######## block 1 ########
### Congestion heat map, block 1

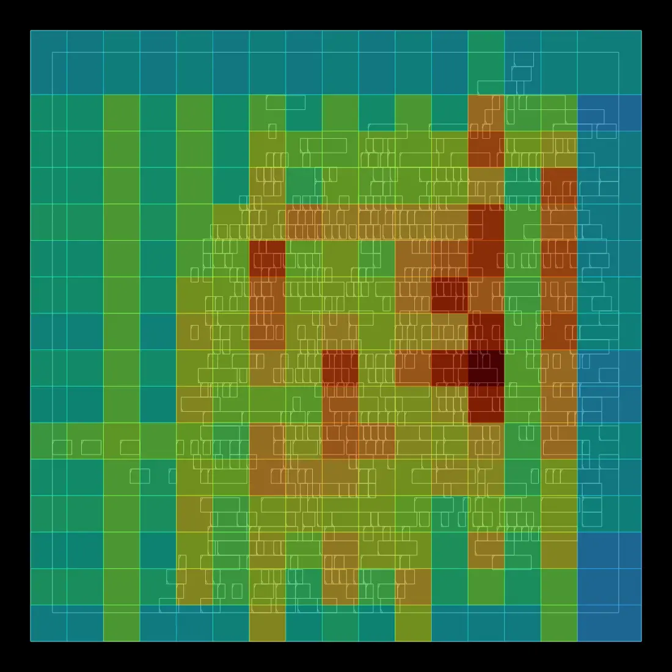
## config.mk

```make
export PLATFORM = sky130hd
export DESIGN_NAME = mul_responder
export DESIGN_NICKNAME = d
export VERILOG_FILES = /design/src/rtl/mul_responder_pkg.sv /design/src/rtl/mul_responder_dp.sv /design/src/rtl/mul_responder.sv
export SDC_FILE = /design/constraint.sdc
export NUM_CORES = 1
export LEC_CHECK = 0
export ABC_AREA = 1
export CAP_MARGIN = 30
export CORE_MARGIN = 4
export CORE_UTILIZATION = 30
export CTS_CLUSTER_SIZE = 16
export DETAILED_ROUTE_END_ITERATION = 8
export SYNTH_ARGS = -nofsm -noshare
export SYNTH_HDL_FRONTEND = slang
export SYNTH_HIERARCHICAL = 1
export SYNTH_SLANG_ARGS = --single-unit
export TNS_END_PERCENT = 20
```

## constraint.sdc

```tcl
create_clock -name clk -period 3.2 [get_ports clk]
set_input_delay 0.48 -clock clk [delete_from_list [all_inputs] [get_ports clk]]
set_output_delay 0.48 -clock clk [all_outputs]
set_load 0.03 [all_outputs]
```

## src/rtl/mul_responder_pkg.sv

```systemverilog
// Shared types and widths for the shift-add multiplier responder.
// The optional start_err pulse is enabled with MUL_RESPONDER_START_ERR_EN.
package mul_responder_pkg;

  localparam int OP_W  = 8;
  localparam int RES_W = 16;
  localparam int CNT_W = 3;

  typedef enum logic [1:0] {
    IDLE = 2'd0,
    RUN  = 2'd1,
    DONE = 2'd2
  } state_t;

endpackage

```

## src/rtl/mul_responder_dp.sv

```systemverilog
// Shift-add datapath: operand registers, 16-bit accumulator and bit counter.
// Independent of MUL_RESPONDER_START_ERR_EN.
module mul_responder_dp
  import mul_responder_pkg::*;
(
  input  logic             clk,
  input  logic             reset,
  input  logic             load,
  input  logic             step,
  input  logic [OP_W-1:0]  op_a,
  input  logic [OP_W-1:0]  op_b,
  output logic [RES_W-1:0] acc,
  output logic             last
);

  logic [OP_W-1:0]  a_q;
  logic [OP_W-1:0]  b_q;
  logic [CNT_W-1:0] cnt;
  logic [RES_W-1:0] addend;

  // One multiplier bit per step, LSB first; the multiplicand is weighted by the bit index.
  always_comb begin
    addend = '0;
    if (b_q[cnt])
      addend = RES_W'(a_q) << cnt;
  end

  always_ff @(posedge clk) begin
    if (!reset) begin
      a_q <= '0;
      b_q <= '0;
      acc <= '0;
      cnt <= '0;
    end else if (load) begin
      a_q <= op_a;
      b_q <= op_b;
      acc <= '0;
      cnt <= '0;
    end else if (step) begin
      acc <= acc + addend;
      cnt <= cnt + CNT_W'(1);
    end
  end

  assign last = (cnt == CNT_W'(OP_W - 1));

endmodule

```

## src/rtl/mul_responder.sv

```systemverilog
// Multiplier responder: FSM and sequencer handshake around the shift-add datapath.
// Define MUL_RESPONDER_START_ERR_EN to flag starts that arrive while a job is in progress.
module mul_responder
  import mul_responder_pkg::*;
(
  input  logic             clk,
  input  logic             reset,
  input  logic             start,
  input  logic [OP_W-1:0]  op_a,
  input  logic [OP_W-1:0]  op_b,
  output logic             busy,
  output logic             done,
  output logic [RES_W-1:0] result,
  output logic             start_err
);

  state_t           state;
  state_t           next_state;
  logic             accept;
  logic             last;
  logic [RES_W-1:0] acc;
  logic             busy_d;
  logic             done_d;

  assign accept = (state == IDLE) && start;

  mul_responder_dp u_dp (
    .clk   (clk),
    .reset (reset),
    .load  (accept),
    .step  (state == RUN),
    .op_a  (op_a),
    .op_b  (op_b),
    .acc   (acc),
    .last  (last)
  );

  always_ff @(posedge clk) begin
    if (!reset)
      state <= IDLE;
    else
      state <= next_state;
  end

  always_comb begin
    next_state = state;
    case (state)
      IDLE:    if (start) next_state = RUN;
      RUN:     if (last)  next_state = DONE;
      DONE:    next_state = IDLE;
      default: next_state = IDLE;
    endcase
  end

  // Outputs are registered, so done appears the cycle after DONE and busy spans it.
  always_comb begin
    busy_d = (next_state != IDLE) || (state == DONE);
    done_d = (state == DONE);
  end

  always_ff @(posedge clk) begin
    if (!reset) begin
      busy   <= 1'b0;
      done   <= 1'b0;
      result <= '0;
    end else begin
      busy <= busy_d;
      done <= done_d;
      if (done_d)
        result <= acc;
    end
  end

`ifdef MUL_RESPONDER_START_ERR_EN
  always_ff @(posedge clk) begin
    if (!reset)
      start_err <= 1'b0;
    else
      start_err <= start && (state != IDLE);
  end
`else
  assign start_err = 1'b0;
`endif

endmodule

```

==> job_summary.md <==
## Synthesis and layout report

| Metric | Value |
|---|---|
| Run status | `completed` |
| Buffer count from post-CTS setup fixing | `0` |
| Area of the die | `13,400 um2` |
| Cell type with the highest occurrence count on the critical path | `sky130_fd_sc_hd__nand2_1` |
| Highest signal layer in the routed design | `met4` |
| YS warnings | `6` |
| Number of port buffers | `36` |
| Core area | `11,400 um2` |
| Internal power summed over all cells | `1.11 mW` |
| Critical path buffer and inverter count | `2` |
| Post-route minimum period | `2.84 ns` |
| Power spent charging and discharging nets | `442 uW` |
| Quantity of hold-fixing buffers added after cts | `0` |
| CP delay by family, top | `adder cells` |
| Power drawn by the combinational cells | `264 uW` |
| Highest-power group | `sequential cells` |
| Iter 0 DRT Violations | `217` |
| Flop Count | `55` |
| Worst min path class | `flop to flop` |
| Insertion delay of the later-clocked pin in the worst-skew pair | `0.29 ns` |
| Iteration tally of the first detailed-router pass | `4` |
| Adder-cell share of the synthesized area | `0.0670` |
| MaxCap Viol Count | `0` |
| Total design power | `1.55 mW` |
| Final Hold Fails | `0` |
| Most frequently used cell type in the post-synthesis netlist | `sky130_fd_sc_hd__nand2_1` |
| Proportion of total power due to net switching | `0.285` |
| Global-route wire length before repair | `14,100 um` |
| Die boundary height | `116 um` |
| Hold WS | `0.483 ns` |
About 'Congestion heat map' of block 1:
final core utilization: 0.357
global routing usage on met2: 0.233
GRT met3 Usage: 0.0178
average wire length per cell after detail routing: 11.3 um
busiest grt layer: met2


######## block 2 ########
### Wire density map, block 2

Scale bar: 20 um. 12 x 12 tiles, from dark blue (low) to red (high), scaled to the fullest tile. Values are wire area over tile area, all layers added.
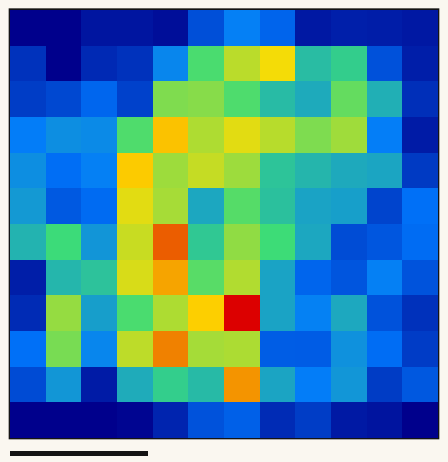
### Congestion heat map, block 2

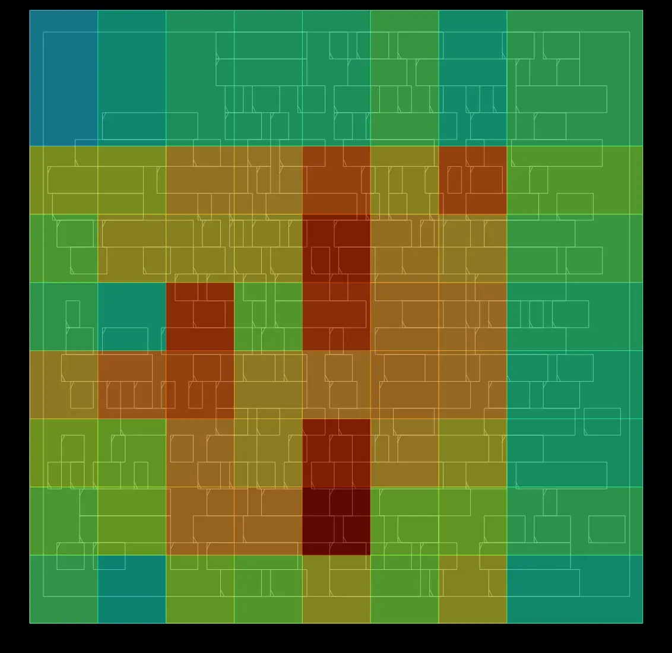
### src/rtl/uart_pkg.sv
// Shared UART definitions: receiver state encoding and the baud divider
// calculation used by both the receive and transmit baud generators.
package uart_pkg;

   typedef enum logic [2:0] {
      IDLE,
      START,
      DATA,
      STOP,
      WAIT_HIGH
   } rx_state_e;

   // Clock cycles per oversample tick, truncated toward zero.
   function automatic int unsigned uart_div(input int unsigned clk_hz,
                                            input int unsigned baud,
                                            input int unsigned oversample);
      return clk_hz / (baud * oversample);
   endfunction

endpackage

### src/rtl/uart_rx_tick.sv
// Oversampling tick generator: one-cycle tick every DIV clocks, with a
// restart input that realigns the tick phase to the start-bit edge.
module uart_rx_tick #(
   parameter int unsigned DIV = 54
) (
   input  logic clk100M,
   input  logic rst_n,
   input  logic restart,
   output logic tick
);

   localparam int unsigned CW = (DIV > 1) ? $clog2(DIV) : 1;
   localparam logic [CW-1:0] LAST = CW'(DIV - 1);

   logic [CW-1:0] cnt;

   assign tick = (cnt == LAST);

   // Free-running divider, cleared on restart or on wrap.
   always_ff @(posedge clk100M or negedge rst_n) begin
      // NOTE: sequential state uses <= so every flop samples pre-edge values.
      if (!rst_n)
         cnt <= '0;
      else if (restart || tick)
         cnt <= '0;
      else
         cnt <= cnt + CW'(1);
   end

endmodule

### src/rtl/uart_rx_core.sv
// 8N1 UART receiver: two-flop synchronizer, oversampled start/data/stop
// FSM, valid/ready byte output, frame-error and overrun pulses.
module uart_rx_core
   import uart_pkg::*;
#(
   parameter int unsigned CLK_HZ     = 100_000_000,
   parameter int unsigned BAUD       = 115200,
   parameter int unsigned OVERSAMPLE = 16
) (
   input  logic       clk100M,
   input  logic       rst_n,
   input  logic       uart_rx,
   output logic [7:0] rx_data,
   output logic       rx_valid,
   input  logic       rx_ready,
   output logic       frame_err,
   output logic       overrun
);

   localparam int unsigned DIV = uart_div(CLK_HZ, BAUD, OVERSAMPLE);
   localparam int unsigned TW  = $clog2(OVERSAMPLE);
   localparam logic [TW-1:0] MID_TICK  = TW'(OVERSAMPLE / 2 - 1);
   localparam logic [TW-1:0] LAST_TICK = TW'(OVERSAMPLE - 1);

   logic [1:0]    sync_q;
   logic          rx_s;
   rx_state_e     state_q, state_d;
   logic [TW-1:0] tick_cnt_q, tick_cnt_d;
   logic [2:0]    bit_cnt_q, bit_cnt_d;
   logic [7:0]    shift_q, shift_d;
   logic          restart;
   logic          tick;
   logic          stop_good;
   logic          stop_bad;
   logic          load;

   assign rx_s = sync_q[1];

   uart_rx_tick #(
      .DIV (DIV)
   ) u_tick (
      .clk100M (clk100M),
      .rst_n   (rst_n),
      .restart (restart),
      .tick    (tick)
   );

   // Two-flop synchronizer for the asynchronous line; resets to idle-high.
   always_ff @(posedge clk100M or negedge rst_n) begin
      if (!rst_n)
         sync_q <= 2'b11;
      else
         sync_q <= {sync_q[0], uart_rx};
   end

   // FSM and frame counters: state register.
   always_ff @(posedge clk100M or negedge rst_n) begin
      // NOTE: shift is reset too, so a mid-frame reset leaves no stale partial byte.
      if (!rst_n) begin
         state_q    <= IDLE;
         tick_cnt_q <= '0;
         bit_cnt_q  <= '0;
         shift_q    <= '0;
      end else begin
         state_q    <= state_d;
         tick_cnt_q <= tick_cnt_d;
         bit_cnt_q  <= bit_cnt_d;
         shift_q    <= shift_d;
      end
   end

   // FSM next-state: start qualification, data sampling, stop check.
   always_comb begin
      // NOTE: every output of this block gets a default first, so no path can infer a latch.
      state_d    = state_q;
      tick_cnt_d = tick_cnt_q;
      bit_cnt_d  = bit_cnt_q;
      shift_d    = shift_q;
      restart    = 1'b0;
      stop_good  = 1'b0;
      stop_bad   = 1'b0;
      unique case (state_q)
         IDLE: begin
            if (!rx_s) begin
               state_d    = START;
               tick_cnt_d = '0;
               bit_cnt_d  = '0;
               restart    = 1'b1;
            end
         end
         START: begin
            if (tick) begin
               if (tick_cnt_q == MID_TICK) begin
                  tick_cnt_d = '0;
                  // A line that is high again at mid start bit was a glitch.
                  state_d    = rx_s ? IDLE : DATA;
               end else begin
                  tick_cnt_d = tick_cnt_q + TW'(1);
               end
            end
         end
         DATA: begin
            if (tick) begin
               if (tick_cnt_q == LAST_TICK) begin
                  tick_cnt_d         = '0;
                  shift_d[bit_cnt_q] = rx_s;
                  bit_cnt_d          = bit_cnt_q + 3'd1;
                  if (bit_cnt_q == 3'd7)
                     state_d = STOP;
               end else begin
                  tick_cnt_d = tick_cnt_q + TW'(1);
               end
            end
         end
         STOP: begin
            if (tick) begin
               if (tick_cnt_q == LAST_TICK) begin
                  tick_cnt_d = '0;
                  // Leaving mid stop bit lets a back-to-back start edge be caught.
                  if (rx_s) begin
                     stop_good = 1'b1;
                     state_d   = IDLE;
                  end else begin
                     stop_bad  = 1'b1;
                     state_d   = WAIT_HIGH;
                  end
               end else begin
                  tick_cnt_d = tick_cnt_q + TW'(1);
               end
            end
         end
         WAIT_HIGH: begin
            if (rx_s)
               state_d = IDLE;
         end
         default: state_d = IDLE;
      endcase
   end

   // A completed byte is taken only if the output slot is free or being drained.
   assign load = stop_good && (!rx_valid || rx_ready);

   // Output register: byte/valid handshake and one-cycle error pulses.
   always_ff @(posedge clk100M or negedge rst_n) begin
      if (!rst_n) begin
         rx_data   <= '0;
         rx_valid  <= 1'b0;
         frame_err <= 1'b0;
         overrun   <= 1'b0;
      end else begin
         frame_err <= stop_bad;
         overrun   <= stop_good && !load;
         if (load) begin
            rx_data  <= shift_q;
            rx_valid <= 1'b1;
         end else if (rx_valid && rx_ready) begin
            rx_valid <= 1'b0;
         end
      end
   end

endmodule
### config.mk
export PLATFORM = sky130hd
export DESIGN_NAME = uart_rx_core
export DESIGN_NICKNAME = d
export VERILOG_FILES = /design/src/rtl/uart_pkg.sv /design/src/rtl/uart_rx_tick.sv /design/src/rtl/uart_rx_core.sv
export SDC_FILE = /design/constraint.sdc
export NUM_CORES = 1
export LEC_CHECK = 0
export CELL_PAD_IN_SITES_DETAIL_PLACEMENT = 1
export CELL_PAD_IN_SITES_GLOBAL_PLACEMENT = 1
export CORE_UTILIZATION = 49
export CTS_CLUSTER_SIZE = 10
export DETAILED_ROUTE_END_ITERATION = 8
export PLACE_DENSITY = 0.85
export RECOVER_POWER = 50
export SYNTH_ARGS = -nofsm -noshare
export SYNTH_HDL_FRONTEND = slang
export SYNTH_SLANG_ARGS = --single-unit
### constraint.sdc
create_clock -name clk100M -period 4.6 [get_ports clk100M]
set_input_delay 1.38 -clock clk100M [delete_from_list [all_inputs] [get_ports clk100M]]
set_output_delay 1.38 -clock clk100M [all_outputs]
set_load 0.05 [all_outputs]
==> job_summary.md <==
## Synthesis and layout report

| Metric | Value |
|---|---|
| Run status | `complete, but fails checks` |
| Violated checks | `max-capacitance violations, max-slew violations` |
| Worst path depth | `2` |
| Achievable Freq | `308 MHz` |
| Aggregate global-route resource usage | `0.245` |
| MaxCap Viol Count | `1` |
| Non-clock buffer count in the final layout | `15` |
| Total wire length after detailed routing | `4010 um` |
| Number of port buffers | `14` |
| Synth mux share | `0.108` |
| Proportion of cell area spent on the clock network | `0.0294` |
| Pins over their slew limit | `38` |
| Commonest non-fill, non-tap cell in the layout | `sky130_fd_sc_hd__dfrtp_1` |
| Library cell with the largest summed area after synthesis | `sky130_fd_sc_hd__dfrtp_1` |
| # H-tree levels | `2` |
| Most frequent cells after synthesis | `sky130_fd_sc_hd__dfrtp_1, sky130_fd_sc_hd__mux2_2, sky130_fd_sc_hd__nand2_1` |
Notes on 'Wire density map' of block 2 above:
28% of the tiles are over half the peak. The densest ninth of the die: center. The fullest tile reaches 0.47.

Notes on 'Congestion heat map' of block 2 above:
global routing usage on met2: 0.401
final core utilization: 0.590
average wire length per cell after detail routing: 18.5 um
GRT met3 Usage: 0.0745
routing usage on met1: 0.303


######## block 3 ########
### Wire density map, block 3

Scale bar: 20 um. 17 x 17 tiles, from dark blue (low) to red (high), scaled to the fullest tile. Values are wire area over tile area, all layers added.
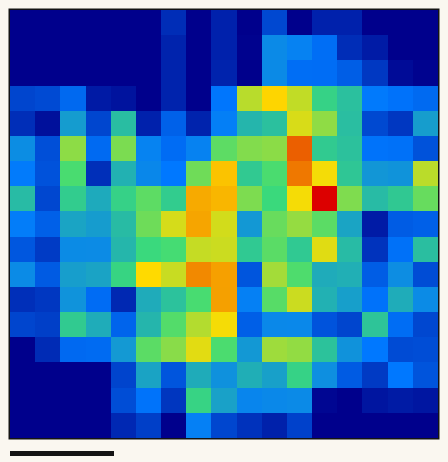
`config.mk`:
```
export PLATFORM = sky130hd
export DESIGN_NAME = nibble_add_seq
export DESIGN_NICKNAME = d
export VERILOG_FILES = /design/src/rtl/nibble_add_seq.sv
export SDC_FILE = /design/constraint.sdc
export NUM_CORES = 1
export LEC_CHECK = 0
export CORE_MARGIN = 4
export CORE_UTILIZATION = 45
export DETAILED_ROUTE_END_ITERATION = 8
export PLACE_DENSITY = 0.84
export SKIP_CTS_REPAIR_TIMING = 1
export SYNTH_ARGS = -nofsm -noshare
export SYNTH_HDL_FRONTEND = slang
export SYNTH_SLANG_ARGS = --single-unit
export TNS_END_PERCENT = 5
```
`constraint.sdc`:
```
create_clock -name clk -period 2.5 [get_ports clk]
set_input_delay 0.375 -clock clk [delete_from_list [all_inputs] [get_ports clk]]
set_output_delay 0.375 -clock clk [all_outputs]
set_load 0.02 [all_outputs]
```
`src/rtl/nibble_add_seq.sv`:
```
// Multi-cycle wide adder: one shared 4-bit adder steps through NIBBLES slices, LSB first.
// Optional NIBBLE_ADD_SEQ_SUB_EN adds a 'sub' input giving a - b via ~b and carry-in 1.

module nibble_fa4 (
   input  logic [3:0] a,
   input  logic [3:0] b,
   input  logic       ci,
   output logic [3:0] s,
   output logic       co
);
   assign {co, s} = {1'b0, a} + {1'b0, b} + {4'b0000, ci};
endmodule

module nibble_add_seq #(
   parameter int NIBBLES = 4
) (
   input  logic                 clk,
   input  logic                 rst,
   input  logic                 start,
   input  logic [4*NIBBLES-1:0] a,
   input  logic [4*NIBBLES-1:0] b,
   input  logic                 cin,
`ifdef NIBBLE_ADD_SEQ_SUB_EN
   input  logic                 sub,
`endif
   output logic                 busy,
   output logic                 done,
   output logic [4*NIBBLES-1:0] sum,
   output logic                 cout
);
   localparam int W  = 4 * NIBBLES;
   localparam int IW = $clog2(NIBBLES);

   typedef enum logic [1:0] {S_IDLE, S_RUN, S_DONE} state_t;

   state_t          r_state, w_next;
   logic [W-1:0]    r_opA, r_opB, r_sum;
   logic [IW-1:0]   r_idx;
   logic            r_carry, r_cout;
   logic            w_accept, w_last;
   logic [W-1:0]    w_b_ld;
   logic            w_c_ld;
   logic [3:0]      w_ns;
   logic            w_co;

`ifdef NIBBLE_ADD_SEQ_SUB_EN
   assign w_b_ld = sub ? ~b : b;
   assign w_c_ld = sub ? 1'b1 : cin;
`else
   assign w_b_ld = b;
   assign w_c_ld = cin;
`endif

   assign w_last = (r_idx == IW'(NIBBLES - 1));

   nibble_fa4 u_fa (
      .a  (r_opA[4*r_idx +: 4]),
      .b  (r_opB[4*r_idx +: 4]),
      .ci (r_carry),
      .s  (w_ns),
      .co (w_co)
   );

   always_comb begin
      w_next   = r_state;
      w_accept = 1'b0;
      case (r_state)
         S_IDLE: if (start) begin
            w_accept = 1'b1;
            w_next   = S_RUN;
         end
         S_RUN:  if (w_last) w_next = S_DONE;
         S_DONE: begin
            if (start) begin
               w_accept = 1'b1;
               w_next   = S_RUN;
            end else begin
               w_next = S_IDLE;
            end
         end
         default: w_next = S_IDLE;
      endcase
   end

   always_ff @(posedge clk or posedge rst) begin
      if (rst) begin
         r_state <= S_IDLE;
         r_opA   <= '0;
         r_opB   <= '0;
         r_sum   <= '0;
         r_idx   <= '0;
         r_carry <= 1'b0;
         r_cout  <= 1'b0;
      end else begin
         r_state <= w_next;
         if (w_accept) begin
            r_opA   <= a;
            r_opB   <= w_b_ld;
            r_carry <= w_c_ld;
            r_idx   <= '0;
         end else if (r_state == S_RUN) begin
            // Upper nibbles keep stale data until their step writes them.
            r_sum[4*r_idx +: 4] <= w_ns;
            r_carry             <= w_co;
            if (w_last) r_cout <= w_co;
            else        r_idx  <= r_idx + 1'b1;
         end
      end
   end

   assign busy = (r_state == S_RUN);
   assign done = (r_state == S_DONE);
   assign sum  = r_sum;
   assign cout = r_cout;
endmodule

```
==> job_summary.md <==
## Synthesis and layout report

| Metric | Value |
|---|---|
| Fraction of synthesis flops using an asynchronous set or reset pin | `1.00` |
| Synth mux share | `0.217` |
| Detail Route met2 WL | `2440 um` |
| Run status | `completed` |
| Via count of the first global-routing pass | `1,714` |
| Sort of element at the start of the critical path | `flop` |
| Final non-filler cell area | `3280 um2` |
| Fill cell instance count of the final layout | `415` |
| Most frequent cells after synthesis | `sky130_fd_sc_hd__dfrtp_1, sky130_fd_sc_hd__mux2_2, sky130_fd_sc_hd__a22o_1` |
| Internal power summed over all cells | `2.85 mW` |
| Antenna Diode Count | `0` |
| Net total in the final layout | `278` |
| Iter 0 DRT Violations | `52` |
| Minimum setup slack after placement | `0.0720 ns` |
| Pin count of the biggest net entering global routing | `55` |
| Die width | `82.7 um` |
| Proportion of total power due to net switching | `0.379` |
| Cell area after technology mapping | `2510 um2` |
| HPWL after detailed placement | `3750 um` |
| Logic share of the area | `0.333` |
| Reg2reg setup slack | `0.11 ns` |
| Category of the critical setup timing path | `flop to flop` |
| Area of combinational cells with multiple inputs | `1090 um2` |
| Clock group share of total power | `0.115` |
| Worst min path class | `primary input to async pin` |
| Ao+oa area frac | `0.0758` |
| Kind of capture point of the worst setup path | `flop` |
| Proportion of cell area spent on the clock network | `0.0321` |
About 'Wire density map' of block 3:
The emptiest ninth of the die: north-west. The fullest tile reaches 0.40. 20% of the tiles are over half the peak. The mean over all tiles is 0.11. The densest ninth of the die: center.


######## block 4 ########
### Congestion heat map, block 4

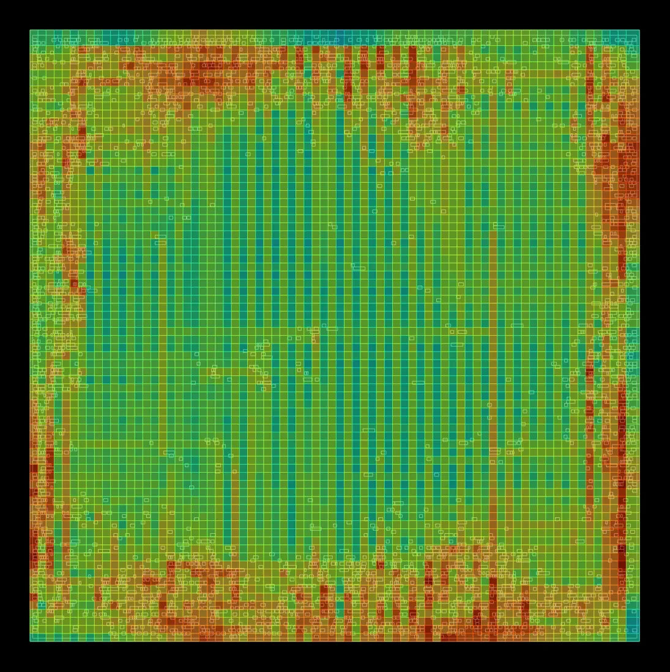
### Placement density heat map, block 4

Scale bar: 200 um. 26 x 26 tiles, from dark blue (low) to red (high), 0 to 100% covered.
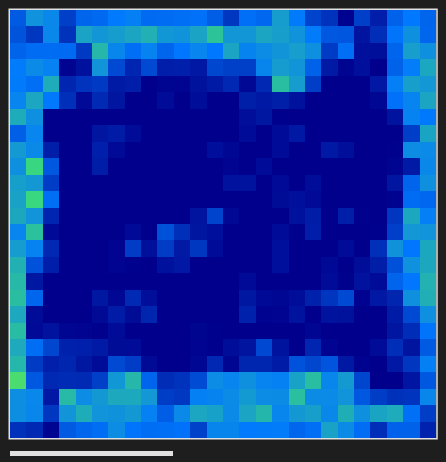
===== config.mk =====
export PLATFORM = sky130hd
export DESIGN_NAME = ascon_perm_ctrl
export DESIGN_NICKNAME = d
export VERILOG_FILES = /design/src/rtl/ascon_perm_ctrl.sv
export SDC_FILE = /design/constraint.sdc
export NUM_CORES = 1
export LEC_CHECK = 0
export CORE_AREA = 2 2 520 522
export DETAILED_ROUTE_END_ITERATION = 12
export DIE_AREA = 0 0 522 524
export GPL_ROUTABILITY_DRIVEN = 1
export GPL_TIMING_DRIVEN = 0
export PLACE_DENSITY = 0.32
export SLEW_MARGIN = 20
export SYNTH_ARGS = -nofsm -noshare
export SYNTH_HDL_FRONTEND = slang
export SYNTH_SLANG_ARGS = --single-unit

===== constraint.sdc =====
create_clock -name clk -period 1.9 [get_ports clk]
set_clock_uncertainty 0.1 [all_clocks]
set_input_delay 0.285 -clock clk [delete_from_list [all_inputs] [get_ports clk]]
set_output_delay 0.285 -clock clk [all_outputs]
set_load 0.03 [all_outputs]

===== src/rtl/ascon_perm_ctrl.sv =====
// Ascon-p permutation sequencer: owns the 320-bit state, steps the datapath UROL rounds
// per clock and serialises S-box LUT writes. Optional counters: ASCON_PERM_CTRL_PERF_CNT_EN.
module ascon_perm_ctrl #(
  parameter int unsigned UROL = 1
) (
  input  logic        clk,
  input  logic        rst,
  input  logic        start_valid_i,
  output logic        start_ready_o,
  input  logic [3:0]  rounds_i,
  input  logic [63:0] x0_i,
  input  logic [63:0] x1_i,
  input  logic [63:0] x2_i,
  input  logic [63:0] x3_i,
  input  logic [63:0] x4_i,
  output logic        res_valid_o,
  input  logic        res_ready_i,
  output logic [63:0] x0_o,
  output logic [63:0] x1_o,
  output logic [63:0] x2_o,
  output logic [63:0] x3_o,
  output logic [63:0] x4_o,
  output logic        err_o,
  input  logic        cfg_valid_i,
  output logic        cfg_ready_o,
  input  logic [4:0]  cfg_addr_i,
  input  logic [20:0] cfg_data_i,
  output logic [3:0]  dp_round_cnt_o,
  output logic [63:0] dp_x0_o,
  output logic [63:0] dp_x1_o,
  output logic [63:0] dp_x2_o,
  output logic [63:0] dp_x3_o,
  output logic [63:0] dp_x4_o,
  input  logic [63:0] dp_x0_i,
  input  logic [63:0] dp_x1_i,
  input  logic [63:0] dp_x2_i,
  input  logic [63:0] dp_x3_i,
  input  logic [63:0] dp_x4_i,
  output logic        dp_upd_sbox_o,
  output logic [4:0]  dp_sbox_addr_o,
  output logic [20:0] dp_sbox_data_o
`ifdef ASCON_PERM_CTRL_PERF_CNT_EN
  ,
  output logic [31:0] perm_cnt_o,
  output logic [15:0] cfg_cnt_o
`endif
);

  localparam logic [3:0] STEP = 4'(UROL);

  typedef enum logic [1:0] {IDLE, CFG, RUN, DONE} state_t;

  state_t           state_q, state_d;
  logic [4:0][63:0] st_q;
  logic [4:0][63:0] x_in;
  logic [4:0][63:0] dp_in;
  logic [3:0]       cnt_q;
  logic [4:0]       addr_q;
  logic [20:0]      data_q;
  logic             err_q;
  logic             cfg_acc;
  logic             start_acc;
  logic             rounds_ok;
  logic             last_step;

  assign x_in  = {x4_i, x3_i, x2_i, x1_i, x0_i};
  assign dp_in = {dp_x4_i, dp_x3_i, dp_x2_i, dp_x1_i, dp_x0_i};

  // A pending config write always wins arbitration; the start is held off, not dropped.
  always_comb begin
    state_d       = state_q;
    start_ready_o = 1'b0;
    cfg_ready_o   = 1'b0;
    cfg_acc       = 1'b0;
    start_acc     = 1'b0;
    rounds_ok     = (rounds_i != '0) && (rounds_i <= 4'd12) && ((rounds_i % STEP) == '0);
    last_step     = (cnt_q == STEP);
    unique case (state_q)
      IDLE: begin
        cfg_ready_o   = 1'b1;
        start_ready_o = !cfg_valid_i;
        cfg_acc       = cfg_valid_i;
        start_acc     = start_valid_i && !cfg_valid_i;
        if (cfg_acc) begin
          state_d = CFG;
        end else if (start_acc && rounds_ok) begin
          state_d = RUN;
        end
      end
      CFG:  state_d = IDLE;
      RUN:  if (last_step) state_d = DONE;
      DONE: if (res_ready_i) state_d = IDLE;
      default: state_d = IDLE;
    endcase
  end

  always_ff @(posedge clk) begin
    if (rst) begin
      state_q <= IDLE;
      st_q    <= '0;
      cnt_q   <= '0;
      addr_q  <= '0;
      data_q  <= '0;
      err_q   <= 1'b0;
    end else begin
      state_q <= state_d;
      err_q   <= start_acc && !rounds_ok;
      if (cfg_acc) begin
        addr_q <= cfg_addr_i;
        data_q <= cfg_data_i;
      end
      if (start_acc && rounds_ok) begin
        st_q  <= x_in;
        cnt_q <= rounds_i;
      end else if (state_q == RUN) begin
        st_q  <= dp_in;
        cnt_q <= cnt_q - STEP;
      end
    end
  end

  assign res_valid_o    = (state_q == DONE);
  assign err_o          = err_q;
  assign dp_upd_sbox_o  = (state_q == CFG);
  assign dp_sbox_addr_o = addr_q;
  assign dp_sbox_data_o = data_q;
  assign dp_round_cnt_o = cnt_q;

  assign x0_o    = st_q[0];
  assign x1_o    = st_q[1];
  assign x2_o    = st_q[2];
  assign x3_o    = st_q[3];
  assign x4_o    = st_q[4];
  assign dp_x0_o = st_q[0];
  assign dp_x1_o = st_q[1];
  assign dp_x2_o = st_q[2];
  assign dp_x3_o = st_q[3];
  assign dp_x4_o = st_q[4];

`ifdef ASCON_PERM_CTRL_PERF_CNT_EN
  logic [31:0] perm_cnt_q;
  logic [15:0] cfg_cnt_q;

  always_ff @(posedge clk) begin
    if (rst) begin
      perm_cnt_q <= '0;
      cfg_cnt_q  <= '0;
    end else begin
      if ((state_q == DONE) && res_ready_i && (perm_cnt_q != '1)) begin
        perm_cnt_q <= perm_cnt_q + 32'd1;
      end
      if (cfg_acc && (cfg_cnt_q != '1)) begin
        cfg_cnt_q <= cfg_cnt_q + 16'd1;
      end
    end
  end

  assign perm_cnt_o = perm_cnt_q;
  assign cfg_cnt_o  = cfg_cnt_q;
`endif

endmodule


==> job_summary.md <==
## Synthesis and layout report

| Metric | Value |
|---|---|
| Logic share of the area | `0.168` |
| Sequential power | `8.74 mW` |
| Register share of the cell area | `0.191` |
| Fin worst setup slack | `-0.343 ns` |
| Violated checks | `negative setup slack` |
| Clock group share of total power | `0.362` |
| Syn_area_per_cell | `8.36 um2` |
| Cell area after technology mapping | `16,200 um2` |
| Pin count of the biggest net entering global routing | `14` |
| Setup violators final | `820` |
| HPWL after detailed placement | `206,000 um` |
| Run status | `complete, but fails checks` |
| Insertion delay of the later-clocked pin in the worst-skew pair | `0.70 ns` |
| Worst setup startpoint | `rounds_i[1]` |
| Hold WS | `0.0970 ns` |
About 'Congestion heat map' of block 4:
average wire length per cell after detail routing: 33.0 um
final core utilization: 0.140
global routing usage on met2: 0.238
aggregate global-route resource usage: 0.162

About 'Placement density heat map' of block 4:
The mean over all tiles is 12%. 38% of the tiles are nearly empty. The fullest tile reaches 52%. The emptiest ninth of the die: center.



## Gallery

Cells colored by class.
panel A
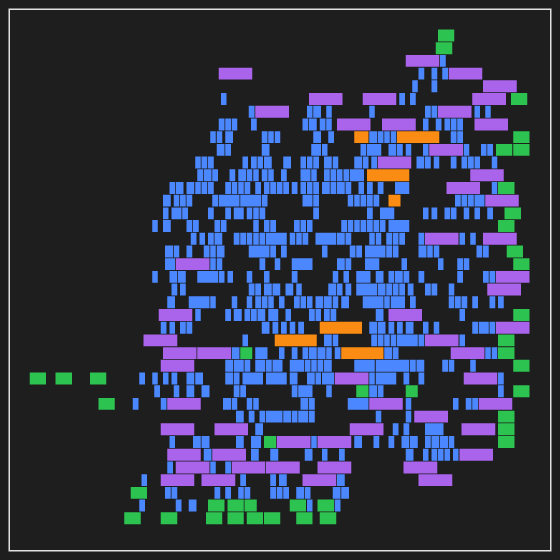
panel B
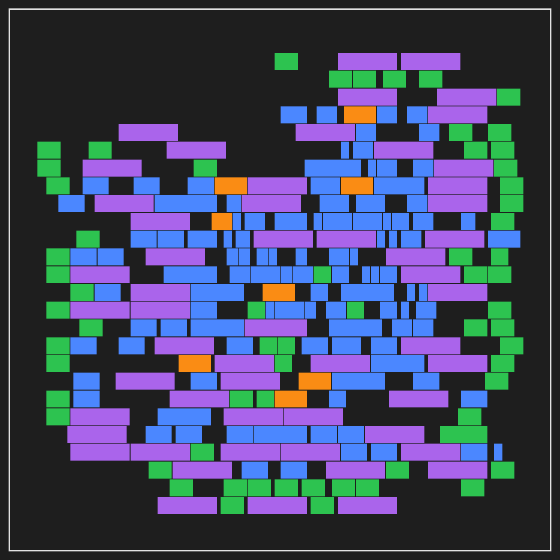
panel C
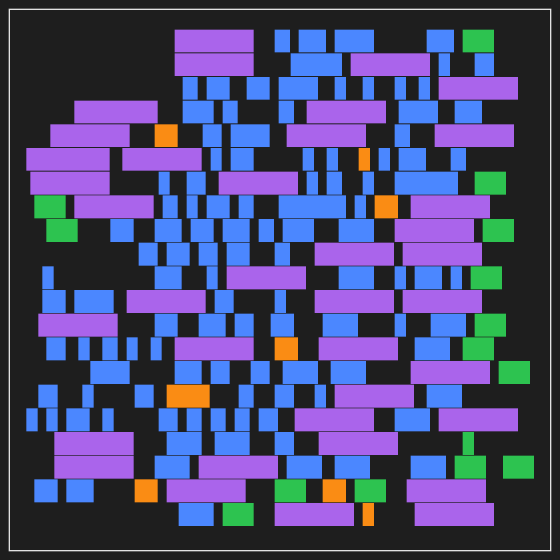
panel D
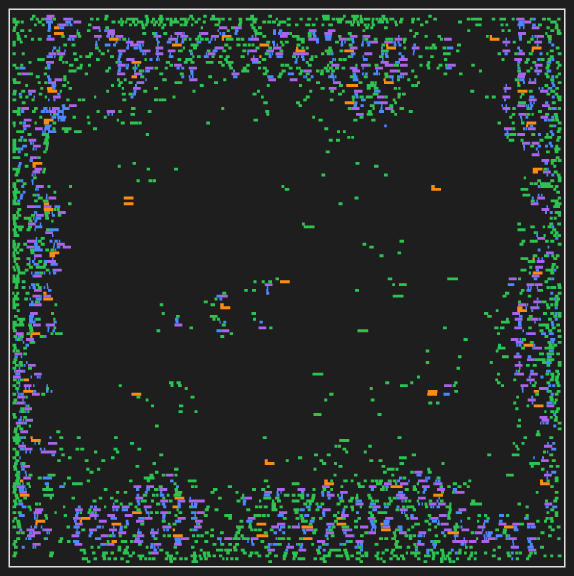
- block 1 = panel A
- block 3 = panel B
- block 4 = panel D
- block 2 = panel C
- most cells: panel D

Power and IR drop assume default switching activity.
